# eq_band_mixer

===== config.mk =====
export PLATFORM = sky130hd
export DESIGN_NAME = eq_band_mixer
export DESIGN_NICKNAME = d
export VERILOG_FILES = /design/src/rtl/eq_pkg.sv /design/src/rtl/eq_sat_round.sv /design/src/rtl/eq_band_mixer.sv
export SDC_FILE = /design/constraint.sdc
export NUM_CORES = 2
export LEC_CHECK = 0
export CELL_PAD_IN_SITES_DETAIL_PLACEMENT = 1
export CELL_PAD_IN_SITES_GLOBAL_PLACEMENT = 1
export CORE_MARGIN = 2
export CORE_UTILIZATION = 30
export DETAILED_ROUTE_END_ITERATION = 12
export MAX_ROUTING_LAYER = met4
export PLACE_DENSITY_LB_ADDON = 0.08
export REMOVE_ABC_BUFFERS = 1
export SKIP_CTS_REPAIR_TIMING = 1
export SLEW_MARGIN = 20
export SYNTH_ARGS = -nofsm -noshare
export SYNTH_HDL_FRONTEND = slang
export SYNTH_SLANG_ARGS = --single-unit
export TNS_END_PERCENT = 50

===== constraint.sdc =====
create_clock -name clk -period 18.1 [get_ports clk]
set_input_delay 1.81 -clock clk [delete_from_list [all_inputs] [get_ports clk]]
set_output_delay 1.81 -clock clk [all_outputs]
set_load 0.01 [all_outputs]

===== src/rtl/eq_pkg.sv =====
// eq_pkg: shared widths, constants and FSM encoding for the equalizer band mixer.
//   BAND_W     : band filter output width (Q.15 taps)
//   GAIN_W     : per-band gain width, Q4.12
//   OUT_W      : output sample width
//   ACC_W      : accumulator width (48-bit product + 3 guard bits for 8 bands)
//   GAIN_UNITY : gain code for 1.0
package eq_pkg;

    localparam int NUM_BANDS  = 8;
    localparam int BAND_W     = 32;
    localparam int GAIN_W     = 16;
    localparam int OUT_W      = 16;
    localparam int ACC_W      = 51;
    localparam int GAIN_UNITY = 4096;

    typedef enum logic [1:0] {
        IDLE = 2'd0,
        ACC  = 2'd1,
        OUT  = 2'd2
    } state_t;

endpackage


===== src/rtl/eq_sat_round.sv =====
// eq_sat_round: combinational scale/saturate of the mixer accumulator.
//   acc   in  ACC_W : signed accumulated sum of band*gain products
//   value out OUT_W : (acc [+ half LSB]) >>> SHIFT, clamped to the OUT_W range
//   clip  out 1     : the shifted value was outside the OUT_W range
// Macro EQ_MIXER_ROUND_EN: round half up before the shift; otherwise floor.
module eq_sat_round
    import eq_pkg::*;
#(
    parameter int SHIFT = 27
)(
    input  logic signed [ACC_W-1:0] acc,
    output logic signed [OUT_W-1:0] value,
    output logic                    clip
);

    localparam logic signed [ACC_W-1:0] MAX_V = {{(ACC_W-OUT_W+1){1'b0}}, {(OUT_W-1){1'b1}}};
    localparam logic signed [ACC_W-1:0] MIN_V = {{(ACC_W-OUT_W+1){1'b1}}, {(OUT_W-1){1'b0}}};

    logic signed [ACC_W-1:0] pre;
    logic signed [ACC_W-1:0] shifted;

`ifdef EQ_MIXER_ROUND_EN
    // Half an output LSB; the accumulator has headroom so this cannot wrap.
    localparam logic signed [ACC_W-1:0] HALF = ACC_W'(1) << (SHIFT-1);
    assign pre = acc + HALF;
`else
    assign pre = acc;
`endif

    assign shifted = pre >>> SHIFT;

    always_comb begin
        clip  = 1'b0;
        value = shifted[OUT_W-1:0];
        if (shifted > MAX_V) begin
            value = MAX_V[OUT_W-1:0];
            clip  = 1'b1;
        end else if (shifted < MIN_V) begin
            value = MIN_V[OUT_W-1:0];
            clip  = 1'b1;
        end
    end

endmodule


===== src/rtl/eq_band_mixer.sv =====
// eq_band_mixer: weighted recombination of the equalizer band filter outputs.
// Captures all bands and gains on sample_valid, accumulates band*gain one band
// per cycle through a single multiplier, then scales/saturates to 16 bits.
//   clk, rst     : clock, synchronous active-high reset
//   sample_valid : capture pulse for band_in/gain (accepted only when idle)
//   band_in      : NUM_BANDS x 32-bit signed band outputs, band i at [32i+31:32i]
//   gain         : NUM_BANDS x 16-bit signed Q4.12 gains, band i at [16i+15:16i]
//   clr_overrun  : clears overrun (a same-cycle new overrun takes priority)
//   data_out     : saturated output sample, held between updates
//   out_valid    : one-cycle pulse when data_out/clip update
//   clip         : result was saturated
//   busy         : sample in flight
//   overrun      : sticky, a sample_valid arrived while busy
// Macro EQ_MIXER_ROUND_EN (in eq_sat_round): round half up instead of floor.
module eq_band_mixer
    import eq_pkg::*;
#(
    parameter int NUM_BANDS = eq_pkg::NUM_BANDS,
    parameter int SHIFT     = 27
)(
    input  logic                          clk,
    input  logic                          rst,
    input  logic                          sample_valid,
    input  logic [NUM_BANDS*BAND_W-1:0]   band_in,
    input  logic [NUM_BANDS*GAIN_W-1:0]   gain,
    input  logic                          clr_overrun,
    output logic signed [OUT_W-1:0]       data_out,
    output logic                          out_valid,
    output logic                          clip,
    output logic                          busy,
    output logic                          overrun
);

    localparam int IDX_W = (NUM_BANDS > 1) ? $clog2(NUM_BANDS) : 1;
    localparam logic [IDX_W-1:0] LAST_IDX = IDX_W'(NUM_BANDS-1);

    state_t                               state;
    logic [NUM_BANDS-1:0][BAND_W-1:0]     band_reg;
    logic [NUM_BANDS-1:0][GAIN_W-1:0]     gain_reg;
    logic [IDX_W-1:0]                     idx;
    logic signed [ACC_W-1:0]              acc;

    logic signed [BAND_W+GAIN_W-1:0]      prod;
    logic signed [ACC_W-1:0]              prod_ext;
    logic signed [OUT_W-1:0]              sat_val;
    logic                                 sat_clip;

    // Single shared multiplier, stepped across the captured bands by idx.
    assign prod     = $signed(band_reg[idx]) * $signed(gain_reg[idx]);
    assign prod_ext = ACC_W'(prod);

    eq_sat_round #(.SHIFT(SHIFT)) u_sat (
        .acc   (acc),
        .value (sat_val),
        .clip  (sat_clip)
    );

    always_ff @(posedge clk) begin
        if (rst) begin
            state     <= IDLE;
            band_reg  <= '0;
            gain_reg  <= '0;
            idx       <= '0;
            acc       <= '0;
            data_out  <= '0;
            out_valid <= 1'b0;
            clip      <= 1'b0;
            busy      <= 1'b0;
            overrun   <= 1'b0;
        end else begin
            out_valid <= 1'b0;

            if (sample_valid && state != IDLE)
                overrun <= 1'b1;
            else if (clr_overrun)
                overrun <= 1'b0;

            case (state)
                IDLE: begin
                    if (sample_valid) begin
                        band_reg <= band_in;
                        gain_reg <= gain;
                        acc      <= '0;
                        idx      <= '0;
                        busy     <= 1'b1;
                        state    <= ACC;
                    end
                end
                ACC: begin
                    acc <= acc + prod_ext;
                    idx <= idx + IDX_W'(1);
                    if (idx == LAST_IDX)
                        state <= OUT;
                end
                OUT: begin
                    data_out  <= sat_val;
                    clip      <= sat_clip;
                    out_valid <= 1'b1;
                    busy      <= 1'b0;
                    state     <= IDLE;
                end
                default: state <= IDLE;
            endcase
        end
    end

endmodule


# usb_rx_frontend_flat

### src/rtl/usb_rx_frontend_pkg.sv
// Shared types and constants for the USB receive front end.
// Contents: line-state and receiver-state enums, packet limits,
// counter widths, and the (dp, dm) -> line-state classifier.
package usb_rx_pkg;

  localparam int unsigned MAX_BITS    = 99;
  localparam int unsigned IDLE_J      = 7;
  localparam int unsigned STUFF_LIMIT = 6;
  localparam int unsigned SYNC_LEN    = 8;

  localparam int unsigned SYNC_CNT_W  = 3;
  localparam int unsigned ONES_CNT_W  = 3;
  localparam int unsigned BIT_CNT_W   = 7;
  localparam int unsigned J_CNT_W     = 3;

  typedef enum logic [1:0] {
    LS_J,
    LS_K,
    LS_SE0,
    LS_SE1
  } line_state_e;

  typedef enum logic [2:0] {
    IDLE,
    SYNC,
    DATA,
    EOP1,
    EOP2,
    ABORT
  } rx_state_e;

  // Full-speed line levels: J = dp high, K = dm high.
  function automatic line_state_e classify_line(input logic dp, input logic dm);
    line_state_e ls;
    case ({dp, dm})
      2'b10:   ls = LS_J;
      2'b01:   ls = LS_K;
      2'b00:   ls = LS_SE0;
      default: ls = LS_SE1;
    endcase
    return ls;
  endfunction

endpackage

### src/rtl/usb_rx_frontend_if.sv
// Bus between the line sampler / packet decoder and the receive front end.
// Line side:    in_valid, dp, dm
// Decoder side: rx_bit, rx_bit_avail, rx_done, rx_err, rx_active
// slave  = the front end itself; master = whoever drives the line samples.
interface usb_rx_frontend_if;
  logic in_valid;
  logic dp;
  logic dm;
  logic rx_bit;
  logic rx_bit_avail;
  logic rx_done;
  logic rx_err;
  logic rx_active;

  modport slave (
    input  in_valid, dp, dm,
    output rx_bit, rx_bit_avail, rx_done, rx_err, rx_active
  );

  modport master (
    output in_valid, dp, dm,
    input  rx_bit, rx_bit_avail, rx_done, rx_err, rx_active
  );
endinterface

### src/rtl/usb_rx_frontend_bit_unstuffer.sv
// Bit unstuffer: tracks consecutive decoded ones and drops the stuffed zero.
// Ports:
//   clk, rst          clock, synchronous active-high reset
//   bit_i, strobe_i   decoded NRZI bit and its qualifier
//   clear_i           forces the ones counter to zero
//   bit_out_o         pass-through data bit (combinational)
//   bit_out_avail_o   bit_out_o is a real data bit this cycle (combinational)
//   stuff_err_o       a one arrived where a stuffed zero was due (combinational)
module bit_unstuffer
  import usb_rx_pkg::*;
(
  input  logic clk,
  input  logic rst,
  input  logic bit_i,
  input  logic strobe_i,
  input  logic clear_i,
  output logic bit_out_o,
  output logic bit_out_avail_o,
  output logic stuff_err_o
);

  logic [ONES_CNT_W-1:0] ones_cnt_q, ones_cnt_d;
  logic                  at_limit;

  // After STUFF_LIMIT ones the next bit is the stuffed one; the counter never passes it.
  always_comb begin
    at_limit        = (ones_cnt_q == ONES_CNT_W'(STUFF_LIMIT));
    bit_out_o       = bit_i;
    bit_out_avail_o = strobe_i && !at_limit;
    stuff_err_o     = strobe_i && at_limit && bit_i;
    ones_cnt_d      = ones_cnt_q;
    if (clear_i) begin
      ones_cnt_d = '0;
    end else if (strobe_i) begin
      if (at_limit || !bit_i) ones_cnt_d = '0;
      else                    ones_cnt_d = ones_cnt_q + ONES_CNT_W'(1);
    end
  end

  always_ff @(posedge clk) begin
    if (rst) ones_cnt_q <= '0;
    else     ones_cnt_q <= ones_cnt_d;
  end

endmodule

### src/rtl/usb_rx_frontend.sv
// USB full-speed receive front end: SYNC detect, NRZI decode, bit unstuffing,
// EOP detect and line-protocol error flagging ahead of the packet decoder.
// Ports:
//   clk   system clock
//   rst   synchronous active-high reset
//   bus   usb_rx_frontend_if.slave (line samples in, decoder strobes out)
// All outputs are registered and respond one cycle after the causing sample.
module usb_rx_frontend
  import usb_rx_pkg::*;
(
  input  logic               clk,
  input  logic               rst,
  usb_rx_frontend_if.slave   bus
);

  rx_state_e state_q, state_d;

  logic                  prev_j_q, prev_j_d;
  logic [SYNC_CNT_W-1:0] sync_cnt_q, sync_cnt_d;
  logic [BIT_CNT_W-1:0]  bit_cnt_q, bit_cnt_d;
  logic [J_CNT_W-1:0]    j_cnt_q, j_cnt_d;
  logic                  se0_prev_q, se0_prev_d;
  logic                  rx_bit_q, rx_bit_d;
  logic                  rx_bit_avail_q, rx_bit_avail_d;
  logic                  rx_done_q, rx_done_d;
  logic                  rx_err_q, rx_err_d;
  logic                  rx_active_q, rx_active_d;

  line_state_e ls_c;
  logic        is_j_c, is_k_c, is_jk_c, dec_bit_c;
  logic        sync_last_c, sync_ok_c, overflow_c;
  logic        us_strobe_c, us_clear_c, us_bit, us_avail, us_err;

  // Line classification, NRZI decode and SYNC pattern expectation.
  always_comb begin
    ls_c        = classify_line(bus.dp, bus.dm);
    is_j_c      = (ls_c == LS_J);
    is_k_c      = (ls_c == LS_K);
    is_jk_c     = bus.in_valid && (is_j_c || is_k_c);
    dec_bit_c   = (is_j_c == prev_j_q);
    sync_last_c = (sync_cnt_q == SYNC_CNT_W'(SYNC_LEN - 1));
    // Sample n+1 of SYNC is J when n is odd, except the final sample which repeats K.
    sync_ok_c   = (sync_last_c || !sync_cnt_q[0]) ? is_k_c : is_j_c;
    overflow_c  = us_avail && (bit_cnt_q == BIT_CNT_W'(MAX_BITS));
    // SYNC decodes to 0000_0001, so strobing through SYNC leaves ones_cnt at 1 on entry to DATA.
    us_strobe_c = is_jk_c && ((state_q == SYNC) || (state_q == DATA));
    us_clear_c  = (state_q != SYNC) && (state_q != DATA);
  end

  bit_unstuffer u_unstuffer (
    .clk             (clk),
    .rst             (rst),
    .bit_i           (dec_bit_c),
    .strobe_i        (us_strobe_c),
    .clear_i         (us_clear_c),
    .bit_out_o       (us_bit),
    .bit_out_avail_o (us_avail),
    .stuff_err_o     (us_err)
  );

  // State register.
  always_ff @(posedge clk) begin
    if (rst) state_q <= IDLE;
    else     state_q <= state_d;
  end

  // Next-state logic.
  always_comb begin
    state_d = state_q;
    if (bus.in_valid) begin
      case (state_q)
        IDLE:  if (is_k_c) state_d = SYNC;
        SYNC: begin
          if (!sync_ok_c)       state_d = ABORT;
          else if (sync_last_c) state_d = DATA;
        end
        DATA: begin
          if (ls_c == LS_SE0)                state_d = EOP1;
          else if (ls_c == LS_SE1)           state_d = ABORT;
          else if (us_err || overflow_c)     state_d = ABORT;
        end
        EOP1:  state_d = (ls_c == LS_SE0) ? EOP2 : ABORT;
        EOP2:  state_d = is_j_c ? IDLE : ABORT;
        ABORT: if (is_j_c && (se0_prev_q || j_cnt_q == J_CNT_W'(IDLE_J - 1))) state_d = IDLE;
        default: state_d = IDLE;
      endcase
    end
  end

  // Output and datapath next values.
  always_comb begin
    prev_j_d       = prev_j_q;
    sync_cnt_d     = sync_cnt_q;
    bit_cnt_d      = bit_cnt_q;
    j_cnt_d        = j_cnt_q;
    se0_prev_d     = se0_prev_q;
    rx_bit_d       = 1'b0;
    rx_bit_avail_d = 1'b0;
    rx_done_d      = 1'b0;
    rx_err_d       = 1'b0;
    rx_active_d    = (state_d == DATA) || (state_d == EOP1) || (state_d == EOP2);

    if (bus.in_valid) begin
      se0_prev_d = (ls_c == LS_SE0);
      if (is_jk_c) prev_j_d = is_j_c;
      case (state_q)
        IDLE: sync_cnt_d = is_k_c ? SYNC_CNT_W'(1) : '0;
        SYNC: begin
          sync_cnt_d = sync_cnt_q + SYNC_CNT_W'(1);
          bit_cnt_d  = '0;
        end
        DATA: begin
          if (ls_c == LS_SE1) begin
            rx_err_d = 1'b1;
          end else if (is_jk_c) begin
            if (us_err || overflow_c) begin
              rx_err_d = 1'b1;
            end else if (us_avail) begin
              rx_bit_d       = us_bit;
              rx_bit_avail_d = 1'b1;
              bit_cnt_d      = bit_cnt_q + BIT_CNT_W'(1);
            end
          end
        end
        EOP1:  rx_err_d  = (ls_c != LS_SE0);
        EOP2: begin
          rx_done_d = is_j_c;
          rx_err_d  = !is_j_c;
        end
        ABORT: j_cnt_d = is_j_c ? j_cnt_q + J_CNT_W'(1) : '0;
        default: ;
      endcase
    end
    if (state_d != ABORT) j_cnt_d = '0;
  end

  always_ff @(posedge clk) begin
    if (rst) begin
      prev_j_q       <= 1'b1;
      sync_cnt_q     <= '0;
      bit_cnt_q      <= '0;
      j_cnt_q        <= '0;
      se0_prev_q     <= 1'b0;
      rx_bit_q       <= 1'b0;
      rx_bit_avail_q <= 1'b0;
      rx_done_q      <= 1'b0;
      rx_err_q       <= 1'b0;
      rx_active_q    <= 1'b0;
    end else begin
      prev_j_q       <= prev_j_d;
      sync_cnt_q     <= sync_cnt_d;
      bit_cnt_q      <= bit_cnt_d;
      j_cnt_q        <= j_cnt_d;
      se0_prev_q     <= se0_prev_d;
      rx_bit_q       <= rx_bit_d;
      rx_bit_avail_q <= rx_bit_avail_d;
      rx_done_q      <= rx_done_d;
      rx_err_q       <= rx_err_d;
      rx_active_q    <= rx_active_d;
    end
  end

  assign bus.rx_bit       = rx_bit_q;
  assign bus.rx_bit_avail = rx_bit_avail_q;
  assign bus.rx_done      = rx_done_q;
  assign bus.rx_err       = rx_err_q;
  assign bus.rx_active    = rx_active_q;

endmodule

### src/flat_wrapper.sv
// flat-port wrapper written by rule: the top's interface ports become plain ports
module usb_rx_frontend_flat import usb_rx_pkg::*;
  (clk, rst, bus_in_valid, bus_dp, bus_dm, bus_rx_bit, bus_rx_bit_avail, bus_rx_done, bus_rx_err, bus_rx_active);
  usb_rx_frontend_if bus_i ();
  input  logic clk;
  input  logic rst;
  input wire logic [$bits(bus_i.in_valid)-1:0] bus_in_valid;
  input wire logic [$bits(bus_i.dp)-1:0] bus_dp;
  input wire logic [$bits(bus_i.dm)-1:0] bus_dm;
  output wire logic [$bits(bus_i.rx_bit)-1:0] bus_rx_bit;
  output wire logic [$bits(bus_i.rx_bit_avail)-1:0] bus_rx_bit_avail;
  output wire logic [$bits(bus_i.rx_done)-1:0] bus_rx_done;
  output wire logic [$bits(bus_i.rx_err)-1:0] bus_rx_err;
  output wire logic [$bits(bus_i.rx_active)-1:0] bus_rx_active;
  assign bus_i.in_valid = bus_in_valid;
  assign bus_i.dp = bus_dp;
  assign bus_i.dm = bus_dm;
  assign bus_rx_bit = bus_i.rx_bit;
  assign bus_rx_bit_avail = bus_i.rx_bit_avail;
  assign bus_rx_done = bus_i.rx_done;
  assign bus_rx_err = bus_i.rx_err;
  assign bus_rx_active = bus_i.rx_active;
  usb_rx_frontend u_core (.clk(clk), .rst(rst), .bus(bus_i));
endmodule
### config.mk
export PLATFORM = sky130hd
export DESIGN_NAME = usb_rx_frontend_flat
export DESIGN_NICKNAME = d
export VERILOG_FILES = /design/src/rtl/usb_rx_frontend_pkg.sv /design/src/rtl/usb_rx_frontend_if.sv /design/src/rtl/usb_rx_frontend_bit_unstuffer.sv /design/src/rtl/usb_rx_frontend.sv /design/src/flat_wrapper.sv
export SDC_FILE = /design/constraint.sdc
export NUM_CORES = 1
export LEC_CHECK = 0
export ABC_AREA = 1
export CAP_MARGIN = 5
export CORE_MARGIN = 5
export CORE_UTILIZATION = 56
export CTS_CLUSTER_DIAMETER = 150
export DETAILED_ROUTE_END_ITERATION = 7
export PLACE_DENSITY_LB_ADDON = 0.1
export SKIP_CTS_REPAIR_TIMING = 1
export SLEW_MARGIN = 5
export SYNTH_ARGS = -nofsm -noshare
export SYNTH_HDL_FRONTEND = slang
export SYNTH_SLANG_ARGS = --single-unit
### constraint.sdc
create_clock -name clk -period 2.38 [get_ports clk]
set_clock_uncertainty 0.15 [all_clocks]
set_input_delay 0.714 -clock clk [delete_from_list [all_inputs] [get_ports clk]]
set_output_delay 0.714 -clock clk [all_outputs]
set_load 0.01 [all_outputs]
# vga_capture

===== config.mk =====
export PLATFORM = sky130hd
export DESIGN_NAME = vga_capture
export DESIGN_NICKNAME = d
export VERILOG_FILES = /design/src/rtl/vga_pkg.sv /design/src/rtl/vga_sync_counter.sv /design/src/rtl/vga_capture.sv
export SDC_FILE = /design/constraint.sdc
export NUM_CORES = 1
export LEC_CHECK = 0
export CORE_MARGIN = 4
export CORE_UTILIZATION = 40
export DETAILED_ROUTE_END_ITERATION = 12
export GPL_ROUTABILITY_DRIVEN = 1
export PLACE_DENSITY = 0.7
export SYNTH_ARGS = -nofsm -noshare
export SYNTH_HDL_FRONTEND = slang
export SYNTH_SLANG_ARGS = --single-unit
export TNS_END_PERCENT = 10

===== constraint.sdc =====
create_clock -name dclk -period 8.7 [get_ports dclk]
set_input_delay 2.61 -clock dclk [delete_from_list [all_inputs] [get_ports dclk]]
set_output_delay 2.61 -clock dclk [all_outputs]
set_load 0.02 [all_outputs]

===== src/rtl/vga_pkg.sv =====
// Shared 640x480 timing constants, active-area offsets and capture FSM encoding
// used by the VGA capture path and the display generator.
package vga_pkg;

    localparam int H_SYNC   = 96;
    localparam int H_BP     = 48;
    localparam int H_ACTIVE = 640;
    localparam int H_FP     = 16;
    localparam int V_SYNC   = 2;
    localparam int V_BP     = 33;
    localparam int V_ACTIVE = 480;
    localparam int V_FP     = 10;

    localparam int H_TOTAL  = H_SYNC + H_BP + H_ACTIVE + H_FP;
    localparam int V_TOTAL  = V_SYNC + V_BP + V_ACTIVE + V_FP;

    localparam int CNT_W = 10;
    localparam logic [CNT_W-1:0] CNT_MAX  = 10'd1023;
    localparam logic [CNT_W-1:0] H_OFFSET = 10'(H_SYNC + H_BP);
    localparam logic [CNT_W-1:0] V_OFFSET = 10'(V_SYNC + V_BP);

    typedef logic [1:0] state_t;
    localparam state_t ST_IDLE        = 2'd0;
    localparam state_t ST_WAIT_ACTIVE = 2'd1;
    localparam state_t ST_CAPTURE     = 2'd2;
    localparam state_t ST_DONE        = 2'd3;

    function automatic logic [CNT_W-1:0] sat_inc(input logic [CNT_W-1:0] v);
        if (v == CNT_MAX) begin
            return v;
        end else begin
            return v + 10'd1;
        end
    endfunction

endpackage


===== src/rtl/vga_sync_counter.sv =====
// Registers the sync inputs, detects their falling edges and keeps the
// horizontal/vertical position counters.
module vga_sync_counter
    import vga_pkg::*;
(
    input  logic             dclk,
    input  logic             clr,
    input  logic             hsync,
    input  logic             vsync,
    output logic             hfall,
    output logic             vfall,
    output logic [CNT_W-1:0] hcount,
    output logic [CNT_W-1:0] vcount
);

    logic             hsync_r;
    logic             vsync_r;
    logic             hsync_d_r;
    logic             vsync_d_r;
    logic [CNT_W-1:0] hcnt_r;
    logic [CNT_W-1:0] vcnt_r;

    // Input stage plus one-cycle history for edge detection
    always_ff @(posedge dclk or posedge clr) begin
        if (clr) begin
            hsync_r   <= 1'b1;
            vsync_r   <= 1'b1;
            hsync_d_r <= 1'b1;
            vsync_d_r <= 1'b1;
        end else begin
            hsync_r   <= hsync;
            vsync_r   <= vsync;
            hsync_d_r <= hsync_r;
            vsync_d_r <= vsync_r;
        end
    end

    assign hfall = hsync_d_r & ~hsync_r;
    assign vfall = vsync_d_r & ~vsync_r;

    // hcnt_r is already 1 after an edge so hcount reads 0 during the edge cycle
    always_ff @(posedge dclk or posedge clr) begin
        if (clr) begin
            hcnt_r <= CNT_MAX;
            vcnt_r <= CNT_MAX;
        end else begin
            if (hfall) begin
                hcnt_r <= 10'd1;
            end else begin
                hcnt_r <= sat_inc(hcnt_r);
            end
            if (vfall) begin
                vcnt_r <= 10'd0;
            end else if (hfall) begin
                vcnt_r <= sat_inc(vcnt_r);
            end else begin
                vcnt_r <= vcnt_r;
            end
        end
    end

    assign hcount = hfall ? 10'd0 : hcnt_r;
    assign vcount = vcnt_r;

endmodule


===== src/rtl/vga_capture.sv =====
// Captures a small monochrome window from the top-left of a 640x480 VGA stream
// into a shadow buffer and publishes it as bmpOutput once the frame is complete.
module vga_capture
    import vga_pkg::*;
#(
    parameter int IMG_W = 9,
    parameter int IMG_H = 9
) (
    input  logic                     dclk,
    input  logic                     clr,
    input  logic                     hsync,
    input  logic                     vsync,
    input  logic [2:0]               red,
    input  logic [2:0]               green,
    input  logic [2:0]               blue,
    output logic [0:IMG_W*IMG_H-1]   bmpOutput,
    output logic                     frameValid,
    output logic                     syncError,
    output logic                     busy
);

    localparam int NPIX  = IMG_W * IMG_H;
    localparam int IDX_W = $clog2(NPIX);

    logic             hfall;
    logic             vfall;
    logic [CNT_W-1:0] hcount;
    logic [CNT_W-1:0] vcount;
    logic [2:0]       red_r;
    logic [2:0]       green_r;
    logic [2:0]       blue_r;
    logic [0:NPIX-1]  shadow_r;
    logic [0:NPIX-1]  bmp_r;
    state_t           state_r;
    state_t           state_next_s;
    logic             frame_valid_r;
    logic             sync_error_r;
    logic             busy_r;
    logic             pix_s;
    logic             win_s;
    logic             origin_s;
    logic             last_s;
    logic             wr_s;
    logic             abort_s;
    int               px_x_s;
    int               px_y_s;
    logic [IDX_W-1:0] idx_s;

    vga_sync_counter u_sync (
        .dclk   (dclk),
        .clr    (clr),
        .hsync  (hsync),
        .vsync  (vsync),
        .hfall  (hfall),
        .vfall  (vfall),
        .hcount (hcount),
        .vcount (vcount)
    );

    // Colour half of the input stage, aligned with the registered syncs
    always_ff @(posedge dclk or posedge clr) begin
        if (clr) begin
            red_r   <= 3'd0;
            green_r <= 3'd0;
            blue_r  <= 3'd0;
        end else begin
            red_r   <= red;
            green_r <= green;
            blue_r  <= blue;
        end
    end

    assign pix_s = |{red_r, green_r, blue_r};

    // Coordinates relative to the active-area origin; negative before it
    always_comb begin
        px_x_s   = int'(hcount) - int'(H_OFFSET);
        px_y_s   = int'(vcount) - int'(V_OFFSET);
        win_s    = (px_x_s >= 32'sd0) && (px_x_s < IMG_W) &&
                   (px_y_s >= 32'sd0) && (px_y_s < IMG_H);
        origin_s = (px_x_s == 32'sd0) && (px_y_s == 32'sd0);
        last_s   = (px_x_s == IMG_W - 1) && (px_y_s == IMG_H - 1);
        idx_s    = IDX_W'(px_y_s * IMG_W + px_x_s);
    end

    // Frame FSM; a vsync edge mid-frame always wins over a pixel write
    always_comb begin
        state_next_s = state_r;
        wr_s         = 1'b0;
        abort_s      = 1'b0;
        case (state_r)
            ST_IDLE: begin
                if (vfall) begin
                    state_next_s = ST_WAIT_ACTIVE;
                end else begin
                    state_next_s = ST_IDLE;
                end
            end
            ST_WAIT_ACTIVE: begin
                if (vfall) begin
                    abort_s      = 1'b1;
                    state_next_s = ST_WAIT_ACTIVE;
                end else if (origin_s) begin
                    wr_s         = 1'b1;
                    state_next_s = last_s ? ST_DONE : ST_CAPTURE;
                end else begin
                    state_next_s = ST_WAIT_ACTIVE;
                end
            end
            ST_CAPTURE: begin
                if (vfall) begin
                    abort_s      = 1'b1;
                    state_next_s = ST_WAIT_ACTIVE;
                end else if (win_s) begin
                    wr_s         = 1'b1;
                    state_next_s = last_s ? ST_DONE : ST_CAPTURE;
                end else begin
                    state_next_s = ST_CAPTURE;
                end
            end
            ST_DONE: begin
                state_next_s = ST_IDLE;
            end
            default: begin
                state_next_s = ST_IDLE;
            end
        endcase
    end

    // busy lags the state by one cycle so it drops together with frameValid
    always_ff @(posedge dclk or posedge clr) begin
        if (clr) begin
            state_r       <= ST_IDLE;
            frame_valid_r <= 1'b0;
            sync_error_r  <= 1'b0;
            busy_r        <= 1'b0;
        end else begin
            state_r       <= state_next_s;
            frame_valid_r <= (state_r == ST_DONE);
            sync_error_r  <= abort_s;
            busy_r        <= (state_r == ST_WAIT_ACTIVE) || (state_r == ST_CAPTURE);
        end
    end

    // Pixels land in the shadow buffer; bmpOutput only changes in DONE
    always_ff @(posedge dclk or posedge clr) begin
        if (clr) begin
            shadow_r <= {NPIX{1'b0}};
            bmp_r    <= {NPIX{1'b0}};
        end else begin
            if (abort_s) begin
                shadow_r <= {NPIX{1'b0}};
            end else if (wr_s) begin
                shadow_r[idx_s] <= pix_s;
            end else begin
                shadow_r <= shadow_r;
            end
            if (state_r == ST_DONE) begin
                bmp_r <= shadow_r;
            end else begin
                bmp_r <= bmp_r;
            end
        end
    end

    assign bmpOutput  = bmp_r;
    assign frameValid = frame_valid_r;
    assign syncError  = sync_error_r;
    assign busy       = busy_r;

endmodule

# fetch_unit_flat

--- config.mk ---
export PLATFORM = sky130hd
export DESIGN_NAME = fetch_unit_flat
export DESIGN_NICKNAME = d
export VERILOG_FILES = /design/src/rtl/fetch_unit_if.sv /design/src/rtl/fetch_unit.sv /design/src/flat_wrapper.sv
export SDC_FILE = /design/constraint.sdc
export NUM_CORES = 1
export LEC_CHECK = 0
export ABC_AREA = 1
export CAP_MARGIN = 20
export CELL_PAD_IN_SITES_DETAIL_PLACEMENT = 0
export CELL_PAD_IN_SITES_GLOBAL_PLACEMENT = 1
export CORE_UTILIZATION = 32
export DETAILED_ROUTE_END_ITERATION = 8
export PLACE_DENSITY = 0.94
export SYNTH_ARGS = -nofsm -noshare
export SYNTH_HDL_FRONTEND = slang
export SYNTH_SLANG_ARGS = --single-unit
--- constraint.sdc ---
create_clock -name CLK -period 3 [get_ports CLK]
set_clock_uncertainty 0.2 [all_clocks]
set_input_delay 0.3 -clock CLK [delete_from_list [all_inputs] [get_ports CLK]]
set_output_delay 0.3 -clock CLK [all_outputs]
set_load 0.01 [all_outputs]
--- src/rtl/fetch_unit_if.sv ---
// Fetch-stage bus: instruction-memory read port, IR handshake to decode, branch redirect.
interface fetch_unit_if #(
   parameter int unsigned ADDR_W = 8
);
   logic              imem_req;
   logic [ADDR_W-1:0] imem_addr;
   logic              imem_valid;
   logic [15:0]       imem_rdata;
   logic [15:0]       ir;
   logic [ADDR_W-1:0] ir_pc;
   logic              ir_valid;
   logic              ir_ready;
   logic              br_taken;
   logic [ADDR_W-1:0] br_target;

   modport master (
      output imem_req, imem_addr, ir, ir_pc, ir_valid,
      input  imem_valid, imem_rdata, ir_ready, br_taken, br_target
   );

   modport slave (
      input  imem_req, imem_addr, ir, ir_pc, ir_valid,
      output imem_valid, imem_rdata, ir_ready, br_taken, br_target
   );
endinterface

--- src/rtl/fetch_unit.sv ---
// Instruction fetch stage: PC, single-outstanding imem read, IR with valid/ready to decode,
// branch redirect that discards any wrong-path fetch.
module fetch_unit #(
   parameter int unsigned     ADDR_W   = 8,
   parameter logic [ADDR_W-1:0] RESET_PC = '0
) (
   input  logic         CLK,
   input  logic         reset,
   input  logic         halt,
   fetch_unit_if.master bus
);
   typedef enum logic [1:0] {
      S_REQ  = 2'd0,
      S_WAIT = 2'd1,
      S_HOLD = 2'd2
   } state_t;

   state_t            state;
   logic              flush;
   logic [ADDR_W-1:0] pc;
   logic [15:0]       ir_q;
   logic [ADDR_W-1:0] ir_pc_q;
   logic              ir_valid_q;

   assign bus.imem_req  = (state == S_REQ) && !halt && !bus.br_taken && !reset;
   assign bus.imem_addr = pc;
   assign bus.ir        = ir_q;
   assign bus.ir_pc     = ir_pc_q;
   assign bus.ir_valid  = ir_valid_q;

   always_ff @(posedge CLK) begin
      if (reset) begin
         state      <= S_REQ;
         flush      <= 1'b0;
         pc         <= RESET_PC;
         ir_q       <= 16'h0000;
         ir_pc_q    <= '0;
         ir_valid_q <= 1'b0;
      end else begin
         case (state)
            S_REQ: begin
               if (bus.br_taken) begin
                  pc <= bus.br_target;
               end else if (!halt) begin
                  state <= S_WAIT;
               end
            end
            S_WAIT: begin
               if (bus.imem_valid) begin
                  if (!flush && !bus.br_taken) begin
                     ir_q       <= bus.imem_rdata;
                     ir_pc_q    <= pc;
                     pc         <= pc + ADDR_W'(1);
                     ir_valid_q <= 1'b1;
                     state      <= S_HOLD;
                  end else begin
                     // wrong-path response: drop it and refetch from the current pc
                     flush <= 1'b0;
                     if (bus.br_taken) pc <= bus.br_target;
                     state <= S_REQ;
                  end
               end else if (bus.br_taken) begin
                  // request still in flight; remember to discard its response
                  pc    <= bus.br_target;
                  flush <= 1'b1;
               end
            end
            S_HOLD: begin
               if (bus.br_taken) begin
                  pc         <= bus.br_target;
                  ir_valid_q <= 1'b0;
                  state      <= S_REQ;
               end else if (bus.ir_ready) begin
                  ir_valid_q <= 1'b0;
                  state      <= S_REQ;
               end
            end
            default: state <= S_REQ;
         endcase
      end
   end
endmodule

--- src/flat_wrapper.sv ---
// flat-port wrapper written by rule: the top's interface ports become plain ports
module fetch_unit_flat 
#(
   parameter int unsigned     ADDR_W   = 8,
   parameter logic [ADDR_W-1:0] RESET_PC = '0
)
  (CLK, reset, halt, bus_imem_req, bus_imem_addr, bus_ir, bus_ir_pc, bus_ir_valid, bus_imem_valid, bus_imem_rdata, bus_ir_ready, bus_br_taken, bus_br_target);
  fetch_unit_if #(.ADDR_W(ADDR_W)) bus_i ();
  input  logic CLK;
  input  logic reset;
  input  logic halt;
  output wire logic [$bits(bus_i.imem_req)-1:0] bus_imem_req;
  output wire logic [$bits(bus_i.imem_addr)-1:0] bus_imem_addr;
  output wire logic [$bits(bus_i.ir)-1:0] bus_ir;
  output wire logic [$bits(bus_i.ir_pc)-1:0] bus_ir_pc;
  output wire logic [$bits(bus_i.ir_valid)-1:0] bus_ir_valid;
  input wire logic [$bits(bus_i.imem_valid)-1:0] bus_imem_valid;
  input wire logic [$bits(bus_i.imem_rdata)-1:0] bus_imem_rdata;
  input wire logic [$bits(bus_i.ir_ready)-1:0] bus_ir_ready;
  input wire logic [$bits(bus_i.br_taken)-1:0] bus_br_taken;
  input wire logic [$bits(bus_i.br_target)-1:0] bus_br_target;
  assign bus_imem_req = bus_i.imem_req;
  assign bus_imem_addr = bus_i.imem_addr;
  assign bus_ir = bus_i.ir;
  assign bus_ir_pc = bus_i.ir_pc;
  assign bus_ir_valid = bus_i.ir_valid;
  assign bus_i.imem_valid = bus_imem_valid;
  assign bus_i.imem_rdata = bus_imem_rdata;
  assign bus_i.ir_ready = bus_ir_ready;
  assign bus_i.br_taken = bus_br_taken;
  assign bus_i.br_target = bus_br_target;
  fetch_unit #(.ADDR_W(ADDR_W), .RESET_PC(RESET_PC)) u_core (.CLK(CLK), .reset(reset), .halt(halt), .bus(bus_i));
endmodule
**fetch_unit_flat: placed standard cells**

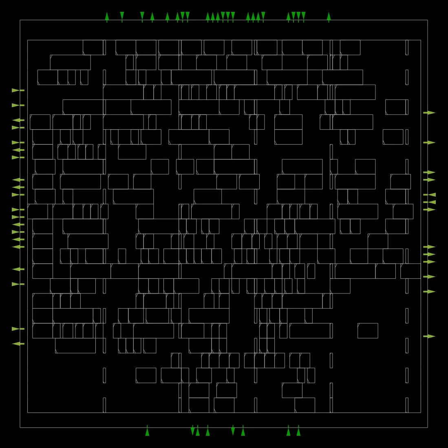
final cell count without fillers: 358
number of placement rows: 25

==> reports/notes.md, fetch_unit_flat <==
Power and ir drop
* total power density per cell area: 423 nW/um2
* Lkg Pwr: 0.000923 uW

CTS
* Reg clk slew, reported paths: 0.07 ns
* clock network latency to the later pin of the worst-skew pair: 0.28 ns
* Root Buffer Master: clkbuf_8

Synth
* fraction of post-synthesis cell area in the top cell type by area: 43.0%
* Synth Area in XOR/XNOR: 0.522%
* syn_area_per_cell: 7.32 um2
* Yosys warning total: 0
* Post-Syn Nets: 260
* area fraction in mux cells: 0%

Run
* tool warnings: 26

Worst setup path
* cell family with the largest share of critical-path delay: buffers and inverters
* largest stage delay on the critical path: 0.54 ns

Global route
* first-pass GRT wire length: 6.32 mm
* all-layer global routing usage: 14.8%

Finish
* non-clock buffer share of cell area: 26.3%
* number of nets in the final layout: 321
* Reg area: 721 um2
* Non-clk bufs: 64

Die
* die boundary height: 74.4 um
* Total Die Area: 5530 um2

Final timing
* post-route minimum period: 2.12 ns

Routing
* detailed-route via count: 1670

Placed design
* count of buffers from port buffering: 63
* worst setup slack after placement: 0.748 ns

Status
* status: completed

==> fetch_unit_flat: path summary, 6_finish.rpt <==
check / startpoint / to / slack [ns] / depth (start not counted)
max: bus_br_taken / bus_imem_req / 0.88 / 5
min: u_core.bus.ir[7] / u_core.bus.ir[7] / 0.28 / 2
max reg2reg: u_core.bus.imem_addr[1] / u_core.bus.imem_addr[6] / 1.36 / 7
min reg2reg: u_core.bus.ir[7] / u_core.bus.ir[7] / 0.28 / 2
==> fetch_unit_flat: state kept, by name, indices dropped and copies added (netlist names) <==
register / count
u_core.bus.imem_addr: 8
u_core.state: 2
u_core.bus.ir_pc: 8
u_core.bus.ir: 16
u_core.flush: 1
u_core.bus.ir_valid: 1
==> fetch_unit_flat: where the power goes <==
part | switching [uW] | internal (uW) | leakage (uW)
registers | 17.1 | 495 | 0.000293
logic | 72.0 | 86.3 | 0.000586
clock network | 168 | 187 | 0.0000445
total | 258 | 768 | 0.000923
==> fetch_unit_flat: synthesized netlist by cell type, drive strengths merged <==
cell    number
xor2         1
ha           1
a211oi       1
o21ai       45
nand3       11
nand2       38
nor2        42
inv         20
nor3         1
clkinv       1
buf          7
clkbuf       3
o211ai       1
a21oi       21
dfxtp       36
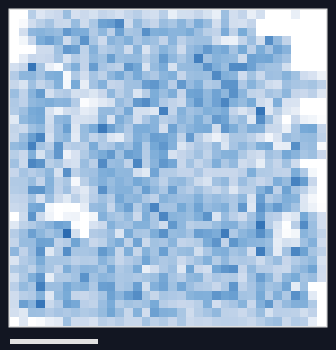
**Above:** eq_band_mixer (cell density map).
Scale bar: 100 um. The die is cut into 36 by 36 equal tiles; white is low, dark blue is high, 0 to 100% covered.
mean over tiles: 34%
fullest tile: 76%
tiles over 75% full: 0.10%
nearly empty tiles: 6.4%
emptiest ninth of the die: upper right

==> reports/notes.md, eq_band_mixer <==
Synth
* number of cells in Yosys stat: 4390
* area fraction in mux cells: 8.03%
* fraction of post-synthesis cell area in the top cell type by area: 28.8%
* top cell types by occurrence after synthesis: 1121 x nand2_1, 608 x inv_1, 550 x fa_1
* flip-flop and latch count after synthesis: 460
* Synth Area in XOR/XNOR: 1.03%

Finish
* non-clock buffer share of cell area: 9.73%
* fraction of layout cells with a size suffix above 1: 6.92%
* number of multi-input logic gates: 3073

Worst setup path
* maximum fanout encountered on the critical timing path: 34
* element type at the critical path start: flip-flop

Final timing
* setup TNS: 0 ns

Routing
* count of antenna-violating nets left after detailed routing: 0
* residual DRC count: 0
* via-per-instance ratio: 4.77

Status
* status: completed

Die
* die boundary height: 361 um

-- eq_band_mixer: worst paths after layout --
check | start | endpoint | slack [ns] | cells after the start
worst max-delay path | idx[0] | acc[38] | 9.12 | 24
worst min-delay path | band_reg[91] | band_reg[91] | 0.45 | 2
worst max register to register | idx[0] | acc[38] | 9.12 | 24
worst min register to register | band_reg[91] | band_reg[91] | 0.45 | 2
-- eq_band_mixer: cells in the final DEF (no fill, tap or decap), drive strengths merged, types with 90 or more instances in the layout --
master	count
a21oi	480
clkbuf	90
clkdlybuf4s50	406
dfxtp	460
fa	550
ha	138
inv	612
mux4	96
nand2	1121
nor2	269
-- eq_band_mixer: power by group --
part	internal, uW	total, uW	switching (uW)
logic	492	1250	758
registers	1090	1140	58.3
clock network	755	1270	515
-- eq_band_mixer: stage by stage --
stage,util (%),area [um2],power (uW)
after detailed placement,34.8,43900,2430
after global routing,36.5,46000,3930
after CTS,36.5,46000,3740
after global placement,34.8,43900,2420
final,36.5,46000,3660
after floorplan,-,37200,1970
-- eq_band_mixer: routing by layer --
metal,share of wire [%],up-vias,track usage [%]
met3,2.9,170,2.27
met1,48,15422,28.2
met4,2.3,0,4.72
met5,0,-,-
met2,47,446,33.1
li1,-,14300,-
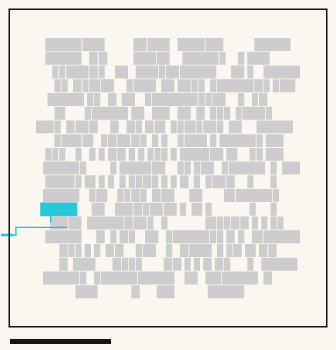
**Above:** usb_rx_frontend_flat (port wiring).
Scale bar: 20 um.
legend:
  bus_rx_active:
    colour: cyan
    bits: 1
    direction: output
    edge: left
    end_cells: 1
    buffers: 1
    wire: 19.1 um
I/O pin cnt: 10
count of buffers from port buffering: 9

==> reports/notes.md, usb_rx_frontend_flat <==
Status
* status: completed

Global route
* all-layer global routing usage: 17.9%
* number of antenna violations at the first check in global routing: 0

Finish
* flip-flops: 26
* clock buffer instance count of the final layout: 3
* signed area change from the synthesized netlist to the final layout: 21.9%
* register with the most flip-flops: u_core.bit_cnt_q
* area of combinational cells with multiple inputs: 900 um2

Synth
* syn_area_per_cell: 6.82 um2
* Cells after Synth: 227
* Seq/Total Area, Yosys: 33.6%
* post-synth cell types: 25

Worst setup path
* cell with the largest stage delay on the worst path: clkdlybuf4s50_1
* reg2reg path depth: 15
* worst setup path start: bus_in_valid
* Arrival @ worst endpoint: 2.17 ns
* category of the worst setup path capture point: flip-flop

Routing
* detailed-route wire length: 3.46 mm
* number of optimization iterations in the first detailed-route pass: 4
* residual DRC count: 0

Hold path
* end of the worst hold path: u_core.bit_cnt_q[6]
* Hold Path Class: reg -> reg

Power and ir drop
* total power density per cell area: 431 nW/um2

Final timing
* worst slew pin tran: 0.320 ns
* number of endpoints with negative hold slack in the final report: 0

Die
* number of well taps: 31
* die boundary height: 62.6 um
* x dimension of the die: 62.6 um

Placed design
* worst setup slack after placement: -0.478 ns
* placed wire-length estimate after detailed placement: 2.75 mm

-- usb_rx_frontend_flat: cell usage after synthesis, drive strengths merged --
master  number  area (um2)
o21ai       14        70.1
nor4         2        12.5
a21oi       17         108
nand3       14        87.6
inv         37         139
nor3         4        20.0
dfxtp       26         521
xor2         2        17.5
nor2        27         114
o211ai       2        15.0
buf          2        12.5
nand2       64         255
ha          11         138
a211oi       2        15.0
nand4        3        25.0
-- usb_rx_frontend_flat: metrics by stage --
step | power [uW] | hold slack [ns] | utilization, % | cells
after floorplan | 563 | 0.278 | - | 227
after global placement | 622 | 0.292 | 67.5 | 287
after detailed placement | 626 | 0.306 | 67.5 | 287
after CTS | 811 | 0.327 | 68.4 | 290
after global routing | 868 | 0.354 | 69.7 | 291
final | 815 | 0.329 | 69.7 | 291
-- usb_rx_frontend_flat: per-layer routing --
metal	track usage [%]	wire length (um)
met5	0	0
met1	17.7	1430
met4	9.02	72
met3	3.96	139
met2	34.3	1820
-- usb_rx_frontend_flat: power breakdown --
group          switching (uW)  internal [uW]  leakage, uW
logic                    92.6           74.2     0.000672
clock network             131           59.4    0.0000138
registers                10.9            447     0.000211
total                     234            581     0.000897
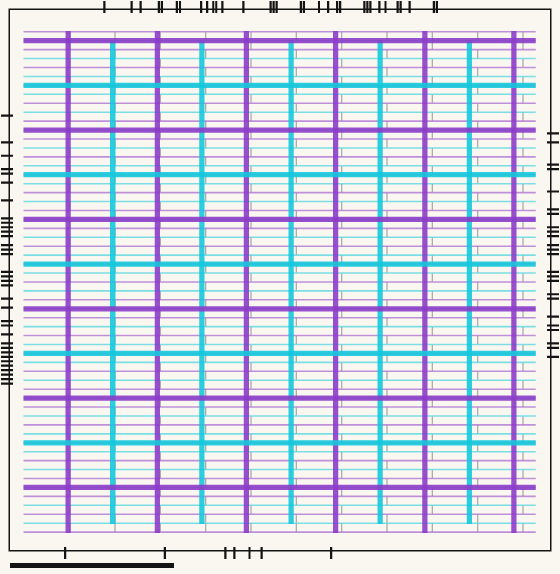
**Above:** vga_capture (floorplan with the power grid).
Scale bar: 50 um. Pins as bars on the die edge. Tap cells in grey.
legend:
  VSS:
    colour: purple
  VDD:
    colour: cyan
rows: 56
tap cells: 319

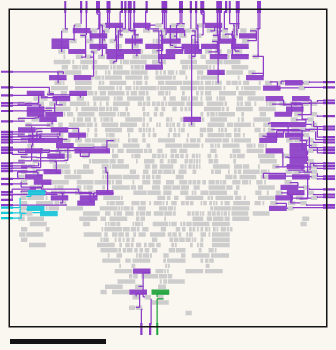
**Above:** vga_capture (port wiring).
Scale bar: 50 um.
legend:
  busy:
    colour: green
    bits: 1
    direction: output
    edge: bottom
    end_cells: 1
    buffers: 1
    wire: 24.7 um
  red:
    colour: cyan
    bits: 3
    direction: input
    edge: left
    end_cells: 3
    buffers: 3
    wire: 38.8 um
  bmpOutput:
    colour: purple
    bits: 81
    direction: output
    edge: 31 top, 25 left, 23 right, 2 bottom
    end_cells: 81
    buffers: 81
    wire: 2520 um
I/O pin cnt: 97
count of buffers from port buffering: 96

==> reports/notes.md, vga_capture <==
Finish
* proportion of cell area spent on the clock network: 4.76%
* biggest area consumer among cell classes: registers
* number of nets in the final layout: 973
* flip-flops: 200
* number of signal-net inverters in the final layout: 13
* number of multi-input logic gates: 594
* flip-flop and latch share of the layout cell area: 43.8%
* fraction of layout cells with a size suffix above 1: 17.1%

Power and ir drop
* Lkg Pwr: 0.00540 uW
* Psw: 994 uW
* fraction of power consumed by sequential logic: 38.3%
* power attributed to sequential cells: 976 uW
* Top pwr grp: sequential cells

Hold path
* worst hold path stage count: 0

Worst setup path
* register-to-register path setup slack: 3.76 ns
* ordered list of cells on the worst path: ha_1 > nor3_1 > xor2_1 > ha_1 > ha_1 > fa_1 > ha_1 > a21oi_1 > xor2_1 > nand2_1 > nor3_1 > nand3_1 > mux2i_1
* capturing instance or port of the critical path: shadow_r[12]
* Arrival @ worst endpoint: 5.21 ns

Status
* status: completed

Die
* x dimension of the die: 164 um
* initial core utilization: 41.2%

Final timing
* Max Clock Skew: 0.0182 ns
* setup TNS: 0 ns
* worst slew pin tran: 1.10 ns
* setup repair after global routing missed its margin: no

Routing
* detailed-route wire length: 21.8 mm
* Iter 0 DRT Violations: 682

CTS
* number of hold buffers added after cts: 0

Synth
* Post-Syn Nets: 912
* area fraction in mux cells: 18.0%

==> vga_capture: worst max-delay path: cells and delay by family, from the launching register on <==
kind	cells	cell delay (ns)
AOI/OAI and AO/OA	1	0.24
and+or+nand+nor	4	1.12
DFF	1	0.61
adders and majority gates	5	1.83
muxes	1	0.17
xor gates and xnor gates	2	0.79
==> vga_capture: stage by stage <==
stage | total power (uW) | hold WS, ns | setup slack (ns) | cells | area, um2
3_3_place_gp | 1790 | 0.359 | 3.95 | 1232 | 10900
4_1_cts | 2550 | 0.373 | 3.80 | 1262 | 11500
3_5_place_dp | 1800 | 0.366 | 3.81 | 1232 | 10900
6_report | 2550 | 0.371 | 3.76 | 1262 | 11500
5_1_grt | 2700 | 0.375 | 3.37 | 1262 | 11500
2_1_floorplan | 1630 | 0.358 | 0.676 | 871 | 9780
==> vga_capture: per-layer routing <==
metal | part of all wire (%) | vias to the layer above | track usage [%]
met5 | 0 | - | 0
met4 | 1.4 | 0 | 5.18
met2 | 44 | 197 | 23.5
met3 | 5.3 | 17 | 2.97
li1 | - | 3177 | -
met1 | 50 | 3430 | 26.0

==> screenshots <==
Where the registers sit.
picture 1
Scale bar: 20 um. Other sequential cells in the stronger grey, the rest of the logic in the fainter grey.
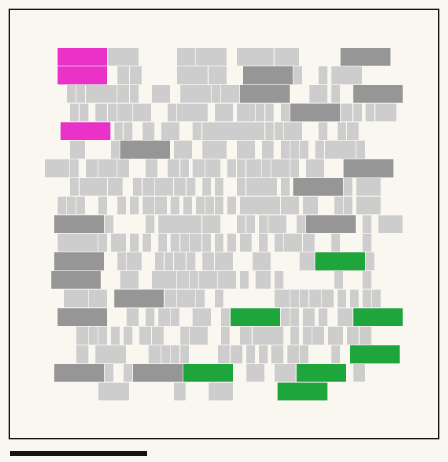
picture 2
Scale bar: 20 um. Other sequential cells in the stronger grey, the rest of the logic in the fainter grey.
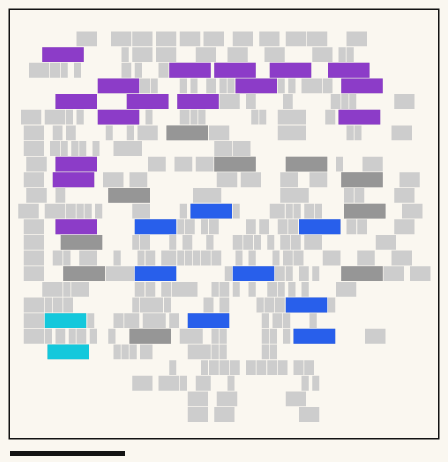
picture 3
Scale bar: 100 um. Other sequential cells in the stronger grey, the rest of the logic in the fainter grey.
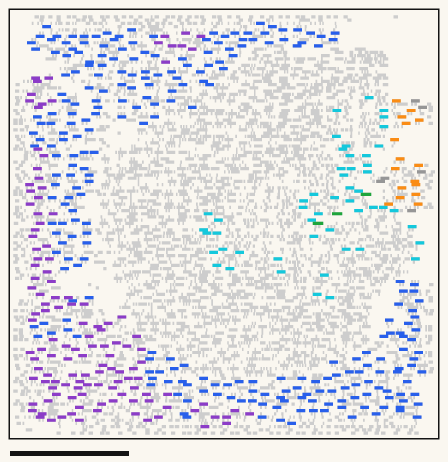
picture 4
Scale bar: 50 um. Other sequential cells in the stronger grey, the rest of the logic in the fainter grey.
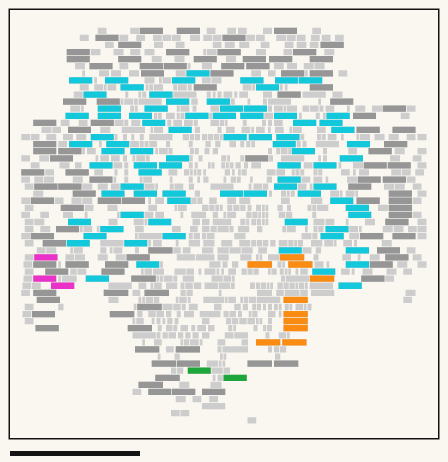
- picture 1 = usb_rx_frontend_flat
- picture 3 = eq_band_mixer
- picture 4 = vga_capture
- picture 2 = fetch_unit_flat
Of these, largest die: picture 3
Of these, fewest cells: picture 1

Key to picture 3:
legend:
  idx:
    colour: green
    placed_flops: 3
  acc:
    colour: cyan
    placed_flops: 51
  gain_reg:
    colour: purple
    placed_flops: 128
  data_out:
    colour: orange
    placed_flops: 16
  band_reg:
    colour: blue
    placed_flops: 256
    where: widely spread
not coloured: 6



==> layout pictures side by side <==
Cell density map.
panel A
Scale bar: 20 um. The die is cut into 6 by 6 equal tiles; white is low, dark blue is high, 0 to 100% covered.
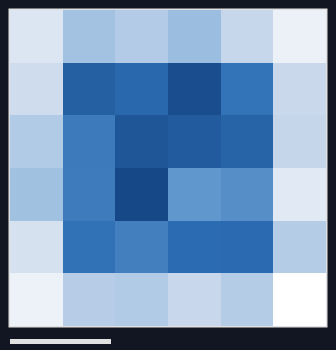
panel B
Scale bar: 20 um. The die is cut into 7 by 7 equal tiles; white is low, dark blue is high, 0 to 100% covered.
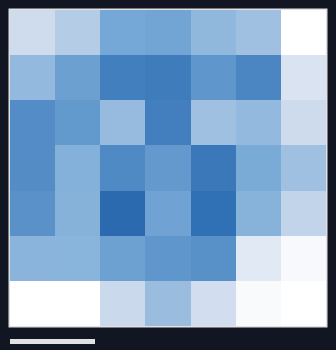
panel C
Scale bar: 50 um. The die is cut into 16 by 16 equal tiles; white is low, dark blue is high, 0 to 100% covered.
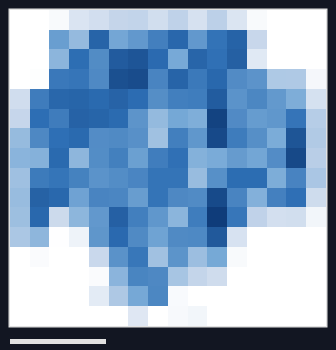
Panel C is vga_capture.
Panel B is fetch_unit_flat.
Panel A is usb_rx_frontend_flat.

Key to panel C:
fullest tile: 95%
nearly empty tiles: 24%
tiles over 75% full: 15%
emptiest ninth of the die: lower right
mean over tiles: 41%


==> gallery <==
Floorplan with the power grid.
(a)
Scale bar: 100 um. Pins as bars on the die edge. Tap cells in grey.
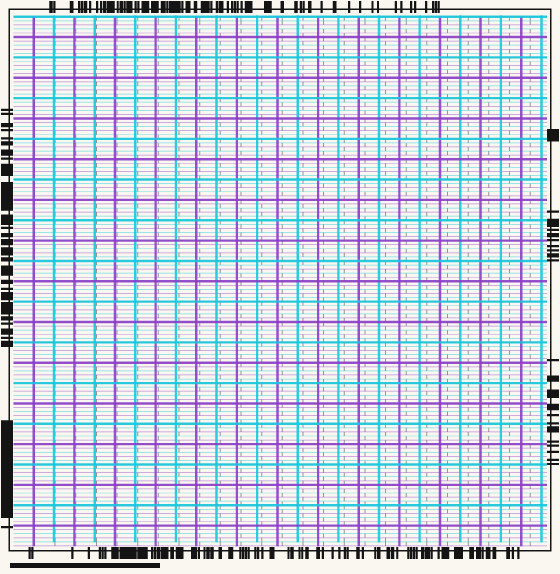
(b)
Scale bar: 20 um. Pins as bars on the die edge. Tap cells in grey.
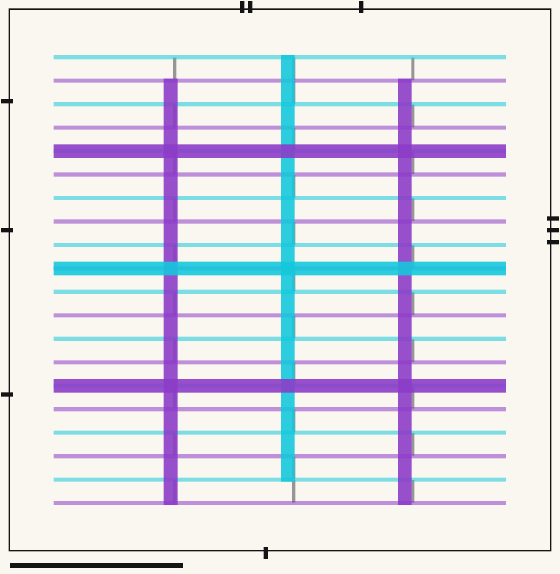
(c)
Scale bar: 20 um. Pins as bars on the die edge. Tap cells in grey.
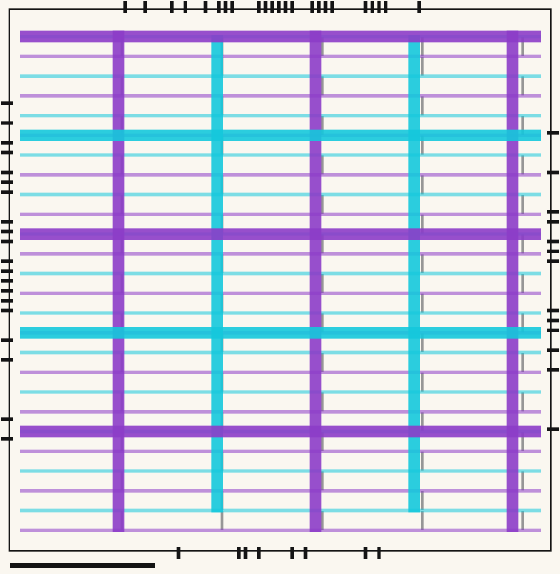
Of these, most pins: (a)
- (c) = fetch_unit_flat
- (a) = eq_band_mixer
- (b) = usb_rx_frontend_flat

Key to (c):
legend:
  VSS:
    colour: purple
  VDD:
    colour: cyan
tap cells: 67
met5 straps: 5
met1 rails: 26

Power figures rest on the tool's default switching activity, not on a simulated workload.
